######## design 1 ########
Fig. 1: design 1, M1 wires
The bar under the picture is 10 microns long.
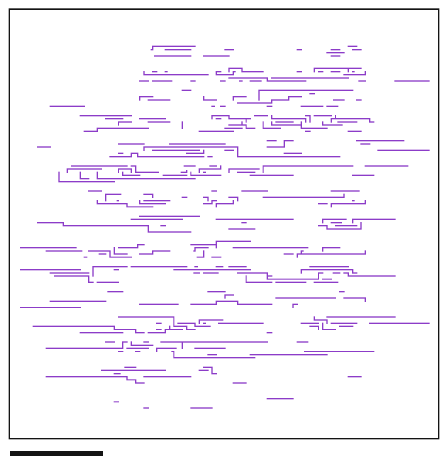
Fig. 2: design 1, met2 routing
The bar under the picture is 10 microns long.
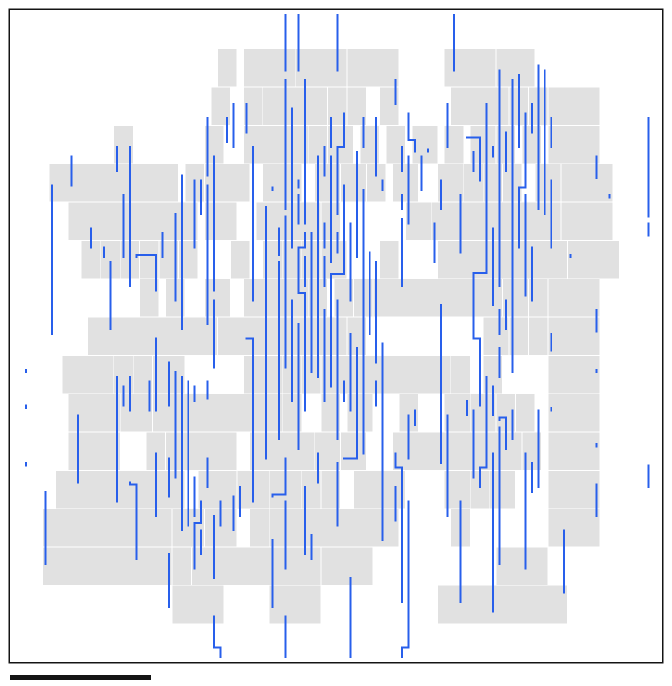
<file path="src/rtl/float2int_seq.sv">
// ============================================================================
// float2int_seq : decodes a {exponent, mantissa} float code into an unsigned
//                 integer, one shift per cycle.       Revision: 1.0
// ============================================================================
`default_nettype none

module float2int_seq #(
  parameter int EXP_W = 3,
  parameter int MAN_W = 4,
  parameter int INT_W = MAN_W + (1 << EXP_W) - 1
) (
  input  logic                   clk,
  input  logic                   rst_n,
  input  logic                   in_valid,
  output logic                   in_ready,
  input  logic [EXP_W+MAN_W-1:0] in_code,
  output logic                   out_valid,
  input  logic                   out_ready,
  output logic [INT_W-1:0]       out_int,
  output logic                   busy
);

  typedef enum logic [1:0] {
    IDLE  = 2'd0,
    SHIFT = 2'd1,
    DONE  = 2'd2
  } state_t;

  state_t             state, state_nx;
  logic [INT_W-1:0]   acc, acc_nx;
  logic [EXP_W-1:0]   cnt, cnt_nx;
  logic [EXP_W-1:0]   exp_f;
  logic [MAN_W-1:0]   man_f;

  assign exp_f = in_code[EXP_W+MAN_W-1:MAN_W];
  assign man_f = in_code[MAN_W-1:0];

  always_ff @(posedge clk or negedge rst_n) begin
    if (!rst_n) begin
      state <= IDLE;
      acc   <= '0;
      cnt   <= '0;
    end else begin
      state <= state_nx;
      acc   <= acc_nx;
      cnt   <= cnt_nx;
    end
  end

  always_comb begin
    state_nx = state;
    acc_nx   = acc;
    cnt_nx   = cnt;
    case (state)
      IDLE: begin
        if (in_valid) begin
          if (exp_f == '0) begin
            acc_nx   = INT_W'(man_f);
            state_nx = DONE;
          end else begin
            // Implicit leading one restored; exponent e needs e-1 further shifts.
            acc_nx = INT_W'({1'b1, man_f});
            if (exp_f == EXP_W'(1)) begin
              state_nx = DONE;
            end else begin
              cnt_nx   = exp_f - EXP_W'(1);
              state_nx = SHIFT;
            end
          end
        end
      end
      SHIFT: begin
        acc_nx = acc << 1;
        cnt_nx = cnt - EXP_W'(1);
        if (cnt == EXP_W'(1)) state_nx = DONE;
      end
      DONE: begin
        if (out_ready) state_nx = IDLE;
      end
      default: state_nx = IDLE;
    endcase
  end

  assign in_ready  = (state == IDLE);
  assign out_valid = (state == DONE);
  assign busy      = (state != IDLE);
  assign out_int   = acc;

endmodule

`default_nettype wire

</file>
<file path="config.mk">
export PLATFORM = sky130hd
export DESIGN_NAME = float2int_seq
export DESIGN_NICKNAME = d
export VERILOG_FILES = /design/src/rtl/float2int_seq.sv
export SDC_FILE = /design/constraint.sdc
export NUM_CORES = 1
export LEC_CHECK = 0
export ABC_AREA = 1
export ABC_CLOCK_PERIOD_IN_PS = 2800
export CAP_MARGIN = 10
export CORE_MARGIN = 2
export CORE_UTILIZATION = 50
export CTS_CLUSTER_DIAMETER = 30
export DETAILED_ROUTE_END_ITERATION = 8
export PLACE_DENSITY = 0.83
export RECOVER_POWER = 50
export SYNTH_ARGS = -nofsm -noshare
export SYNTH_HDL_FRONTEND = slang
export SYNTH_SLANG_ARGS = --single-unit
</file>
<file path="constraint.sdc">
create_clock -name clk -period 2.8 [get_ports clk]
set_clock_uncertainty 0.05 [all_clocks]
set_input_delay 0.56 -clock clk [delete_from_list [all_inputs] [get_ports clk]]
set_output_delay 0.56 -clock clk [all_outputs]
set_load 0.01 [all_outputs]
</file>
==> flow_summary.html <==
<h3>Run summary</h3>
<table>
<tr><th>Metric</th><th>Value</th></tr>
<tr><th colspan="2">Clock network</th></tr>
<tr><td>Clock root buffer master</td><td>sky130_fd_sc_hd__clkbuf_4</td></tr>
<tr><td>Sink count of the clock tree</td><td>16</td></tr>
<tr><th colspan="2">Worst setup path</th></tr>
<tr><td>Class of the most critical setup path</td><td>register to output pin</td></tr>
<tr><td>Beginning of the worst register-to-register path</td><td>state[1]$_DFFE_PN0P_</td></tr>
<tr><td>Crit. End Element</td><td>output pin</td></tr>
<tr><th colspan="2">Floorplan</th></tr>
<tr><td>Cell Rows</td><td>15</td></tr>
<tr><td>Die Footprint</td><td>between 2000 and 2500 sq um</td></tr>
<tr><th colspan="2">Cells and area</th></tr>
<tr><td>Relative area of clock buffers and inverters in the final design</td><td>3.10%</td></tr>
<tr><td>Number of clock buffer instances in the layout</td><td>4</td></tr>
<tr><th colspan="2">Yosys</th></tr>
<tr><td>Synth top cells by count</td><td>sky130_fd_sc_hd__nand2_1 (29), sky130_fd_sc_hd__inv_1 (27), sky130_fd_sc_hd__dfrtp_1 (16)</td></tr>
<tr><td>Cells in synth_stat.txt</td><td>approximately 110</td></tr>
<tr><td>Cell type contributing the most total cell area after synthesis</td><td>sky130_fd_sc_hd__dfrtp_1</td></tr>
<tr><td>Mux cell area share after synthesis</td><td>0%</td></tr>
<tr><th colspan="2">Final timing</th></tr>
<tr><td>Slew at the pin closest to its max-slew limit</td><td>just over 0.7 ns</td></tr>
<tr><td>Total negative slack for setup checks</td><td>0 ns</td></tr>
<tr><td>Final Max Tran Viols</td><td>0</td></tr>
<tr><td>Period Utilization, post-route</td><td>79.8%</td></tr>
<tr><th colspan="2">Power and ir drop</th></tr>
<tr><td>Proportion of power drawn by the clock network</td><td>12.7%</td></tr>
<tr><th colspan="2">Outcome</th></tr>
<tr><td>Run status</td><td>complete, no violations</td></tr>
<tr><th colspan="2">Global route</th></tr>
<tr><td>Aggregate global routing overflow</td><td>0</td></tr>
</table>
Notes on Fig. 1 above:
The wires run mostly horizontal. The layer carries 776 microns of wire. 134 nets have wire on it. The layer holds 45% of the routed length.
GR Util met1: 23.9%
total via count in the routed design: 786

Notes on Fig. 2 above:
The wires run mostly vertical. 124 nets have wire on it. The layer carries 849 microns of wire. The layer holds 50% of the routed length.
met2 capacity usage during global routing: 32.2%
wire length reported by the detailed router: 1.71 mm

## metal layers
metal  vias up  GRT usage (%)  routed length (microns)
li1        405              -                        -
met1       356           23.9                      775
met2        23           32.2                      848
met3         2           2.35                       81
met4         0           6.86                        8
met5         -              0                        0
## layout by cell type, fill, tap and decap left out, drive strengths merged
master / instances
inv: 28
o21a: 1
o21ai: 11
o22ai: 6
clkbuf: 4
dfrtp: 16
nand2: 31
dlygate4sd3: 2
a21oi: 1
ha: 5
nand3: 9
nor2: 4
clkdlybuf4s50: 22

######## design 2 ########
==> config.mk <==
export PLATFORM = sky130hd
export DESIGN_NAME = alu_op_sequencer
export DESIGN_NICKNAME = d
export VERILOG_FILES = /design/src/rtl/alu_seq_pkg.sv /design/src/rtl/alu_seq_cnt.sv /design/src/rtl/alu_op_sequencer.sv
export SDC_FILE = /design/constraint.sdc
export NUM_CORES = 1
export LEC_CHECK = 0
export CAP_MARGIN = 0
export CORE_ASPECT_RATIO = 1.5
export CORE_MARGIN = 2
export CORE_UTILIZATION = 40
export DETAILED_ROUTE_END_ITERATION = 8
export PLACE_DENSITY_LB_ADDON = 0.08
export SLEW_MARGIN = 15
export SYNTH_ARGS = -nofsm -noshare
export SYNTH_HDL_FRONTEND = slang
export SYNTH_SLANG_ARGS = --single-unit
==> constraint.sdc <==
create_clock -name clock -period 2.4 [get_ports clock]
set_input_delay 0.36 -clock clock [delete_from_list [all_inputs] [get_ports clock]]
set_output_delay 0.36 -clock clock [all_outputs]
set_load 0.01 [all_outputs]
==> src/rtl/alu_seq_pkg.sv <==
// Shared opcodes, FSM state type and per-op cycle rules for the ALU op sequencer.
package alu_seq_pkg;

  localparam logic [4:0] OP_ADD  = 5'd0;
  localparam logic [4:0] OP_SUB  = 5'd1;
  localparam logic [4:0] OP_AND  = 5'd2;
  localparam logic [4:0] OP_OR   = 5'd3;
  localparam logic [4:0] OP_SHR  = 5'd4;
  localparam logic [4:0] OP_SHRA = 5'd5;
  localparam logic [4:0] OP_SHL  = 5'd6;
  localparam logic [4:0] OP_ROR  = 5'd7;
  localparam logic [4:0] OP_ROL  = 5'd8;
  localparam logic [4:0] OP_MUL  = 5'd9;
  localparam logic [4:0] OP_DIV  = 5'd10;
  localparam logic [4:0] OP_NEG  = 5'd14;
  localparam logic [4:0] OP_NOT  = 5'd15;

  typedef enum logic [1:0] {
    IDLE = 2'd0,
    EXEC = 2'd1,
    RESP = 2'd2
  } state_e;

  function automatic logic op_is_legal(input logic [4:0] op);
    return (op <= OP_DIV) || (op == OP_NEG) || (op == OP_NOT);
  endfunction

  // Number of EXEC cycles the ALU inputs must be held for this op.
  function automatic int op_cycles(input logic [4:0] op, input int mul_n, input int div_n);
    if (!op_is_legal(op)) return 1;
    if (op == OP_MUL)     return mul_n;
    if (op == OP_DIV)     return div_n;
    return 1;
  endfunction

endpackage

==> src/rtl/alu_seq_cnt.sv <==
// Loadable down-counter with a zero flag; saturates at zero.
module alu_seq_cnt #(
  parameter int W = 4
) (
  input  logic         clock,
  input  logic         clear,
  input  logic         load,
  input  logic [W-1:0] load_val,
  input  logic         dec,
  output logic         zero
);

  logic [W-1:0] cnt_q, cnt_d;

  always_comb begin
    cnt_d = cnt_q;
    if (load) begin
      cnt_d = load_val;
    end else if (dec && (cnt_q != '0)) begin
      cnt_d = cnt_q - W'(1);
    end
  end

  always_ff @(posedge clock or negedge clear) begin
    if (!clear) cnt_q <= '0;
    else        cnt_q <= cnt_d;
  end

  assign zero = (cnt_q == '0);

endmodule

==> src/rtl/alu_op_sequencer.sv <==
// Multi-cycle ALU op sequencer: accept, hold ALU inputs N cycles, capture, respond.
// Optional ALU_SEQ_STATS_EN adds stat_ops / stat_stall counters.
module alu_op_sequencer
  import alu_seq_pkg::*;
#(
  parameter int MUL_CYCLES = 4,
  parameter int DIV_CYCLES = 8
) (
  input  logic        clock,
  input  logic        clear,
  input  logic        req_valid,
  output logic        req_ready,
  input  logic [4:0]  req_op,
  input  logic [31:0] req_a,
  input  logic [31:0] req_b,
  output logic        rsp_valid,
  input  logic        rsp_ready,
  output logic [31:0] rsp_lo,
  output logic [31:0] rsp_hi,
  output logic [1:0]  rsp_err,
  output logic [31:0] alu_a,
  output logic [31:0] alu_b,
  output logic [4:0]  alu_select,
  input  logic [31:0] alu_zlow,
  input  logic [63:0] alu_zwide,
  output logic        busy
`ifdef ALU_SEQ_STATS_EN
  ,
  output logic [31:0] stat_ops,
  output logic [31:0] stat_stall
`endif
);

  localparam int MAX_CYC = (MUL_CYCLES > DIV_CYCLES) ? MUL_CYCLES : DIV_CYCLES;
  localparam int CNT_W   = $clog2(MAX_CYC) + 1;

  state_e      state_q, state_d;
  logic [4:0]  op_q, op_d;
  logic [31:0] a_q, a_d, b_q, b_d;
  logic [31:0] lo_q, lo_d, hi_q, hi_d;
  logic [1:0]  err_q, err_d;

  logic             cnt_load, cnt_dec, cnt_zero;
  logic [CNT_W-1:0] cnt_load_val;
  int               n_cyc;

  alu_seq_cnt #(.W(CNT_W)) u_cnt (
    .clock    (clock),
    .clear    (clear),
    .load     (cnt_load),
    .load_val (cnt_load_val),
    .dec      (cnt_dec),
    .zero     (cnt_zero)
  );

  always_comb begin
    state_d      = state_q;
    op_d         = op_q;
    a_d          = a_q;
    b_d          = b_q;
    lo_d         = lo_q;
    hi_d         = hi_q;
    err_d        = err_q;
    cnt_load     = 1'b0;
    cnt_dec      = 1'b0;
    n_cyc        = 1;
    cnt_load_val = '0;
    case (state_q)
      IDLE: begin
        if (req_valid) begin
          op_d = req_op;
          a_d  = req_a;
          b_d  = req_b;
          // Divide-by-zero never needs the ALU, so it short-circuits like an illegal op.
          if (!((req_op == OP_DIV) && (req_b == '0)))
            n_cyc = op_cycles(req_op, MUL_CYCLES, DIV_CYCLES);
          cnt_load     = 1'b1;
          cnt_load_val = CNT_W'(n_cyc - 1);
          state_d      = EXEC;
        end
      end
      EXEC: begin
        if (cnt_zero) begin
          if (!op_is_legal(op_q)) begin
            lo_d  = '0;
            hi_d  = '0;
            err_d = 2'b01;
          end else if ((op_q == OP_DIV) && (b_q == '0)) begin
            lo_d  = 32'hFFFF_FFFF;
            hi_d  = a_q;
            err_d = 2'b10;
          end else if ((op_q == OP_MUL) || (op_q == OP_DIV)) begin
            lo_d  = alu_zwide[31:0];
            hi_d  = alu_zwide[63:32];
            err_d = 2'b00;
          end else begin
            lo_d  = alu_zlow;
            hi_d  = '0;
            err_d = 2'b00;
          end
          state_d = RESP;
        end else begin
          cnt_dec = 1'b1;
        end
      end
      RESP: begin
        if (rsp_ready) state_d = IDLE;
      end
      default: state_d = IDLE;
    endcase
  end

  always_ff @(posedge clock or negedge clear) begin
    if (!clear) begin
      state_q <= IDLE;
      op_q    <= '0;
      a_q     <= '0;
      b_q     <= '0;
      lo_q    <= '0;
      hi_q    <= '0;
      err_q   <= '0;
    end else begin
      state_q <= state_d;
      op_q    <= op_d;
      a_q     <= a_d;
      b_q     <= b_d;
      lo_q    <= lo_d;
      hi_q    <= hi_d;
      err_q   <= err_d;
    end
  end

  // req_ready is qualified by clear so every output reads 0 while reset is held.
  assign req_ready  = (state_q == IDLE) && clear;
  assign rsp_valid  = (state_q == RESP);
  assign busy       = (state_q != IDLE);
  assign rsp_lo     = lo_q;
  assign rsp_hi     = hi_q;
  assign rsp_err    = err_q;
  assign alu_a      = (state_q == EXEC) ? a_q  : '0;
  assign alu_b      = (state_q == EXEC) ? b_q  : '0;
  assign alu_select = (state_q == EXEC) ? op_q : '0;

`ifdef ALU_SEQ_STATS_EN
  logic [31:0] stat_ops_q, stat_ops_d, stat_stall_q, stat_stall_d;

  always_comb begin
    stat_ops_d   = stat_ops_q;
    stat_stall_d = stat_stall_q;
    if (state_q == RESP) begin
      if (rsp_ready) stat_ops_d   = stat_ops_q + 32'd1;
      else           stat_stall_d = stat_stall_q + 32'd1;
    end
  end

  always_ff @(posedge clock or negedge clear) begin
    if (!clear) begin
      stat_ops_q   <= '0;
      stat_stall_q <= '0;
    end else begin
      stat_ops_q   <= stat_ops_d;
      stat_stall_q <= stat_stall_d;
    end
  end

  assign stat_ops   = stat_ops_q;
  assign stat_stall = stat_stall_q;
`endif

endmodule

Fig. 3: design 2, M1 wires
The bar under the picture is 20 microns long.
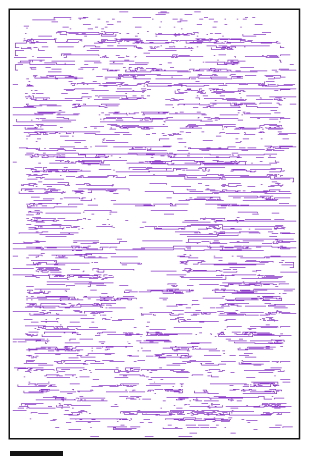
The layer carries 8,690 microns of wire. The wires run mostly horizontal. The layer holds 38% of the routed length. 1,045 nets have wire on it.
GR Util met1: 29.4%
total via count in the routed design: 6,555

Fig. 4: design 2, met2 routing
The bar under the picture is 20 microns long.
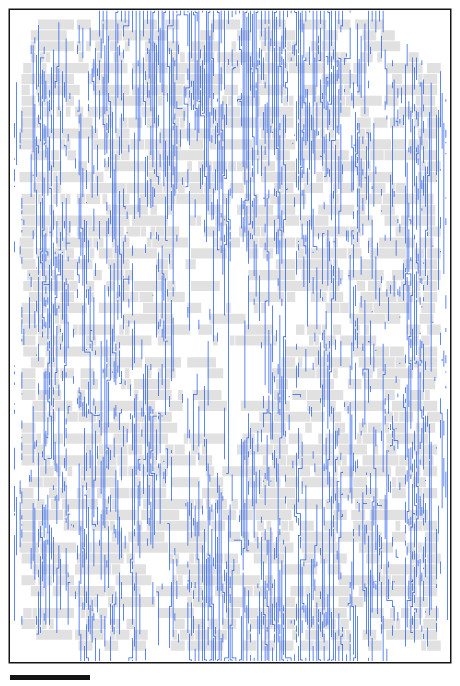
The wires run mostly vertical. 997 nets have wire on it. The longest straight run is 71.9 microns. The layer holds 52% of the routed length.
wire length reported by the detailed router: 22.6 mm
met2 capacity usage during global routing: 43.3%

==> flow_summary.html <==
<h3>Run summary</h3>
<table>
<tr><th>Metric</th><th>Value</th></tr>
<tr><th colspan="2">Floorplan</th></tr>
<tr><td>Die Wd</td><td>110 microns</td></tr>
<tr><td>Number of placed I/O pins</td><td>307</td></tr>
<tr><td>Cell Rows</td><td>between 50 and 60</td></tr>
<tr><th colspan="2">Place</th></tr>
<tr><td>GP Congestion</td><td>roughly 0.83</td></tr>
<tr><td>HPWL after detailed placement</td><td>approximately 16 mm</td></tr>
<tr><th colspan="2">Cells and area</th></tr>
<tr><td>Non-filler cells, final</td><td>roughly 1,300</td></tr>
<tr><td>Register area</td><td>~3500 sq um</td></tr>
<tr><td>Fraction of layout instances using a drive strength above 1</td><td>5.68%</td></tr>
<tr><td>Final Instance Area</td><td>between 10,000 and 15,000 sq um</td></tr>
<tr><td>Area growth from synthesis to layout</td><td>59.1%</td></tr>
<tr><td>Number of inserted filler cells in the final layout</td><td>between 1,000 and 1,500</td></tr>
<tr><th colspan="2">Routing</th></tr>
<tr><td>Top routing layer in use</td><td>met4</td></tr>
<tr><td>Number of vias per cell</td><td>between 5 and 6</td></tr>
<tr><th colspan="2">Yosys</th></tr>
<tr><td>Synth Net Count</td><td>around 950</td></tr>
<tr><td>Synth top cells by count</td><td>sky130_fd_sc_hd__nand2_1 (310), sky130_fd_sc_hd__dfrtp_1 (141), sky130_fd_sc_hd__and2_1 (73)</td></tr>
<tr><td>Library cell with the highest instance count after synthesis</td><td>sky130_fd_sc_hd__nand2_1</td></tr>
<tr><th colspan="2">Worst setup path</th></tr>
<tr><td>Start point of the critical path</td><td>state_q[1]$_DFFE_PN0P_</td></tr>
<tr><td>Arrival time at the worst endpoint</td><td>around 2 ns</td></tr>
<tr><td>Crit-path max FO</td><td>48</td></tr>
<tr><td>Stages on the worst setup path</td><td>4</td></tr>
<tr><td>Required time of the critical path</td><td>2.04 ns</td></tr>
<tr><th colspan="2">Clock network</th></tr>
<tr><td>Cts bufs inserted</td><td>17</td></tr>
<tr><td># H-tree levels</td><td>4</td></tr>
<tr><td>Sink count of the clock tree</td><td>about 140</td></tr>
<tr><th colspan="2">Power and ir drop</th></tr>
<tr><td>PnR Total Power</td><td>about 12 mW</td></tr>
<tr><th colspan="2">Global route</th></tr>
<tr><td>Aggregate global routing overflow</td><td>0</td></tr>
<tr><th colspan="2">Final timing</th></tr>
<tr><td>Slew at the pin closest to its max-slew limit</td><td>0.783 ns</td></tr>
<tr><th colspan="2">Outcome</th></tr>
<tr><td>Run status</td><td>complete, no violations</td></tr>
</table>
-- report_power, final --
| part | internal, mW | switching (mW) |
|---|---|---|
| clock network | 1.71 | 0.975 |
| registers | 3.33 | 0.680 |
| logic | 3.00 | 2.72 |
| total | 8.04 | 4.37 |
-- final cells by class --
class	instances	share of cell area, %
flip-flops and latches	141	33.0
repair buffers	323	31.1
multi-input cells	574	27.5
clock buffers	20	4.37
well taps	210	2.46
clock inverters	10	1.31
inverters	5	0.176
diodes	1	0.0234
-- what timing repair did --
action,in CTS,in global routing
cloned,0,0
hold endpoints to repair,0,0
resized,1,2
endpoints found under the setup margin,4,2
pin swaps,0,0

######## design 3 ########
Fig. 5: design 3, routing congestion map
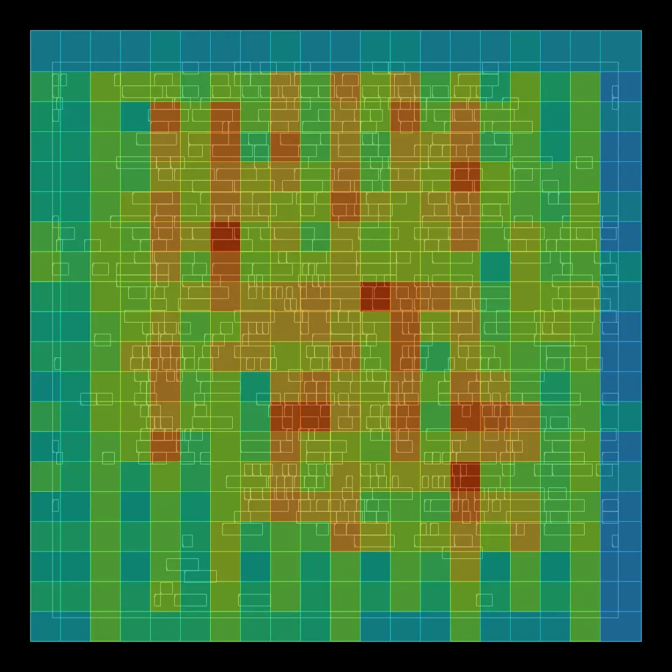
Fig. 6: design 3, met2 routing
The bar under the picture is 50 microns long.
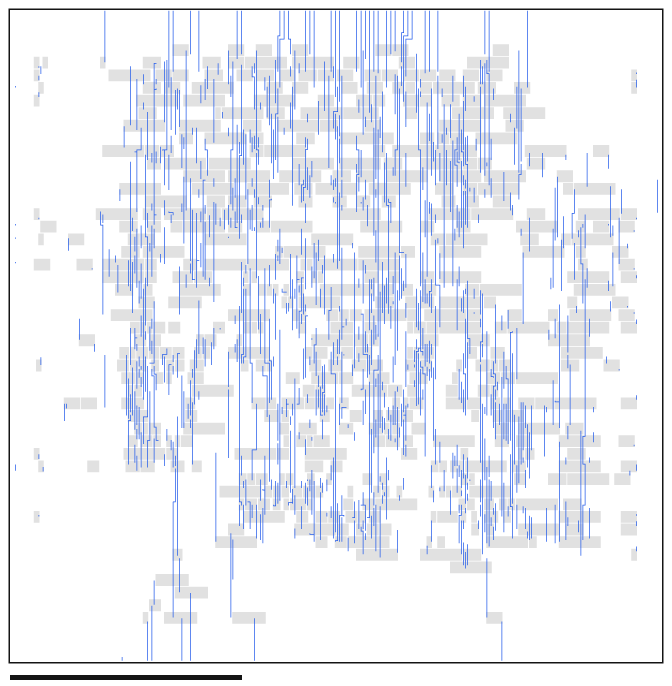
[src/rtl/imem_loader.sv]
// Boot-time instruction-memory loader: length-prefixed big-endian byte stream -> word writes.
// Optional trailing XOR checksum byte when IMEM_LOADER_CHECKSUM_EN is defined.
module imem_loader #(
  parameter logic [31:0] BASE_ADDR = 32'h0000_0000,
  parameter int          DEPTH     = 256
) (
  input  logic        clk,
  input  logic        reset,
  input  logic        Start,
  input  logic        ByteValid,
  input  logic [7:0]  ByteData,
  output logic        ByteReady,
  output logic        MemWrite,
  output logic [31:0] MemAddress,
  output logic [31:0] MemWriteData,
  output logic        CpuHold,
  output logic        Done,
  output logic        Error
);
  localparam logic [31:0] DEPTH_U = DEPTH;

  typedef enum logic [2:0] {IDLE, LEN_HI, LEN_LO, DATA, WRITE, CHECK, DONE} state_t;

`ifdef IMEM_LOADER_CHECKSUM_EN
  localparam state_t TAIL = CHECK;
`else
  localparam state_t TAIL = DONE;
`endif

  state_t       state, state_nxt;
  logic [15:0]  len, idx;
  logic [1:0]   bcnt;
  logic [23:0]  sr;
  logic [31:0]  mem_addr, mem_data;
  logic         err;
  logic         accept, in_range, start_ok;
  logic [15:0]  len_full;
`ifdef IMEM_LOADER_CHECKSUM_EN
  logic [7:0]   chk;
`endif

  assign accept   = ByteValid & ByteReady;
  assign in_range = {16'h0, idx} < DEPTH_U;
  assign start_ok = Start & ((state == IDLE) | (state == DONE));
  assign len_full = {len[15:8], ByteData};

  always_comb begin
    state_nxt = state;
    ByteReady = 1'b0;
    case (state)
      IDLE:   if (Start) state_nxt = LEN_HI;
      LEN_HI: begin
        ByteReady = 1'b1;
        if (accept) state_nxt = LEN_LO;
      end
      LEN_LO: begin
        ByteReady = 1'b1;
        if (accept) state_nxt = (len_full == 16'h0) ? TAIL : DATA;
      end
      DATA: begin
        ByteReady = 1'b1;
        if (accept && bcnt == 2'd3) state_nxt = WRITE;
      end
      WRITE:  state_nxt = (idx == len - 16'd1) ? TAIL : DATA;
      CHECK: begin
        ByteReady = 1'b1;
        if (accept) state_nxt = DONE;
      end
      DONE:   if (Start) state_nxt = LEN_HI;
      default: state_nxt = IDLE;
    endcase
  end

  always_ff @(posedge clk or negedge reset) begin
    if (!reset) state <= IDLE;
    else        state <= state_nxt;
  end

  // Address/data registers load on the 4th byte only for in-range words, so they
  // hold the last real write through out-of-range WRITE cycles and idle time.
  always_ff @(posedge clk or negedge reset) begin
    if (!reset) begin
      len      <= '0;
      idx      <= '0;
      bcnt     <= '0;
      sr       <= '0;
      mem_addr <= '0;
      mem_data <= '0;
      err      <= 1'b0;
`ifdef IMEM_LOADER_CHECKSUM_EN
      chk      <= '0;
`endif
    end else begin
      if (start_ok) begin
        len  <= '0;
        idx  <= '0;
        bcnt <= '0;
        sr   <= '0;
        err  <= 1'b0;
`ifdef IMEM_LOADER_CHECKSUM_EN
        chk  <= '0;
`endif
      end
      if (accept) begin
        case (state)
          LEN_HI: len[15:8] <= ByteData;
          LEN_LO: begin
            len[7:0] <= ByteData;
            err      <= {16'h0, len_full} > DEPTH_U;
          end
          DATA: begin
            sr   <= {sr[15:0], ByteData};
            bcnt <= bcnt + 2'd1;
`ifdef IMEM_LOADER_CHECKSUM_EN
            chk  <= chk ^ ByteData;
`endif
            if (bcnt == 2'd3 && in_range) begin
              mem_addr <= BASE_ADDR + {14'h0, idx, 2'b00};
              mem_data <= {sr, ByteData};
            end
          end
`ifdef IMEM_LOADER_CHECKSUM_EN
          CHECK: err <= err | (chk != ByteData);
`endif
          default: ;
        endcase
      end
      if (state == WRITE) idx <= idx + 16'd1;
    end
  end

  assign MemWrite     = (state == WRITE) && in_range;
  assign MemAddress   = mem_addr;
  assign MemWriteData = mem_data;
  assign CpuHold      = (state == LEN_HI) || (state == LEN_LO) || (state == DATA) ||
                        (state == WRITE)  || (state == CHECK);
  assign Done         = (state == DONE);
  assign Error        = err;
endmodule

[config.mk]
export PLATFORM = sky130hd
export DESIGN_NAME = imem_loader
export DESIGN_NICKNAME = d
export VERILOG_FILES = /design/src/rtl/imem_loader.sv
export SDC_FILE = /design/constraint.sdc
export NUM_CORES = 1
export LEC_CHECK = 0
export CELL_PAD_IN_SITES_DETAIL_PLACEMENT = 0
export CELL_PAD_IN_SITES_GLOBAL_PLACEMENT = 1
export CORE_MARGIN = 5
export CORE_UTILIZATION = 30
export CTS_CLUSTER_SIZE = 20
export DETAILED_ROUTE_END_ITERATION = 10
export PLACE_DENSITY = 0.65
export SYNTH_ARGS = -nofsm -noshare
export SYNTH_HDL_FRONTEND = slang
export SYNTH_SLANG_ARGS = --single-unit
[constraint.sdc]
create_clock -name clk -period 2.21 [get_ports clk]
set_input_delay 0.442 -clock clk [delete_from_list [all_inputs] [get_ports clk]]
set_output_delay 0.442 -clock clk [all_outputs]
set_load 0.05 [all_outputs]
==> flow_summary.html <==
<h3>Run summary</h3>
<table>
<tr><th>Metric</th><th>Value</th></tr>
<tr><th colspan="2">Yosys</th></tr>
<tr><td>Cell area after synthesis</td><td>5110 sq um</td></tr>
<tr><td>Count of different cell masters after synthesis</td><td>54</td></tr>
<tr><th colspan="2">Clock network</th></tr>
<tr><td>Sink count of the clock tree</td><td>~110</td></tr>
<tr><th colspan="2">Outcome</th></tr>
<tr><td>Violated checks</td><td>negative setup slack</td></tr>
<tr><td>Run status</td><td>finished with violations</td></tr>
<tr><th colspan="2">Final timing</th></tr>
<tr><td>WHS</td><td>0.103 ns</td></tr>
<tr><td>Worst-case setup margin in the final layout</td><td>-0.140 ns</td></tr>
<tr><td>Final Max Tran Viols</td><td>0</td></tr>
<tr><td>Final setup violation count</td><td>2</td></tr>
<tr><th colspan="2">Floorplan</th></tr>
<tr><td>Number of placed I/O pins</td><td>81</td></tr>
<tr><th colspan="2">Routing</th></tr>
<tr><td>Number of search-and-repair iterations in the first detailed-routing pass</td><td>4</td></tr>
<tr><td>Top routing layer in use</td><td>met4</td></tr>
<tr><td>Starting DRC count in detailed routing</td><td>approximately 260</td></tr>
<tr><th colspan="2">Cells and area</th></tr>
<tr><td>Non-filler cells, final</td><td>781</td></tr>
<tr><td>Sequential portion of the cell area</td><td>41.5%</td></tr>
<tr><th colspan="2">Place</th></tr>
<tr><td>Post-Place Worst Slack</td><td>-0.148 ns</td></tr>
<tr><th colspan="2">Global route</th></tr>
<tr><td>Antenna violations before repair</td><td>0</td></tr>
<tr><th colspan="2">Worst setup path</th></tr>
<tr><td>Class of the most critical setup path</td><td>register to register</td></tr>
</table>
About Fig. 5:
layer with the highest usage after global routing: met2
per-cell routed wire length: 16.2 microns

About Fig. 6:
The layer carries 6,010 microns of wire. The longest straight run is 44.5 microns. The layer holds 47% of the routed length. 491 nets have wire on it.
total via count in the routed design: 3,787
met2 capacity usage during global routing: 21.1%
wire length reported by the detailed router: 12.7 mm

routing by layer:
layer | up-vias | GRT usage, %
li1 | 1813 | -
met1 | 1885 | 18.3
met2 | 77 | 21.1
met3 | 12 | 1.87
met4 | 0 | 4.44
met5 | - | 0
power groups by stage:
| stage | registers, mW | logic, mW | clock network [mW] |
|---|---|---|---|
| detailed placement | 3.04 | 3.92 | 0 |
| global route | 3.08 | 4.28 | 1.71 |
| finish | 3.00 | 3.95 | 1.60 |
| floorplan | 3.58 | 1.96 | 0 |
| CTS | 3.00 | 3.95 | 1.64 |
| global placement | 3.02 | 3.86 | 0 |


==> notes/layouts.md <==
Pictures saved along the way, in no particular order.

Signal wires on met3.
panel A
The bar under the picture is 10 microns long.
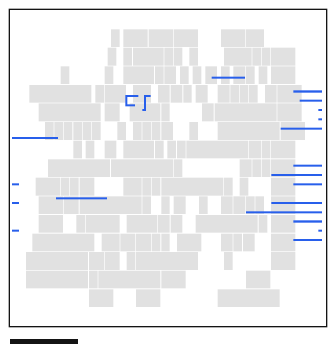
panel B
The bar under the picture is 20 microns long.
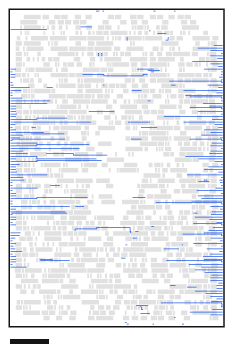
panel C
The bar under the picture is 50 microns long.
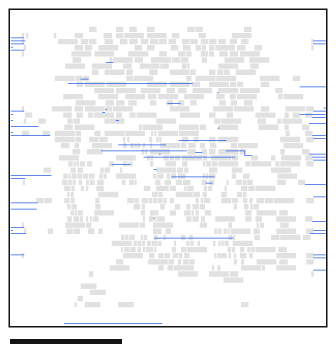
design 1 -> panel A
design 3 -> panel C
design 2 -> panel B
The one with the smallest die is panel A.

Power figures rest on the tool's default switching activity, not on a simulated workload.
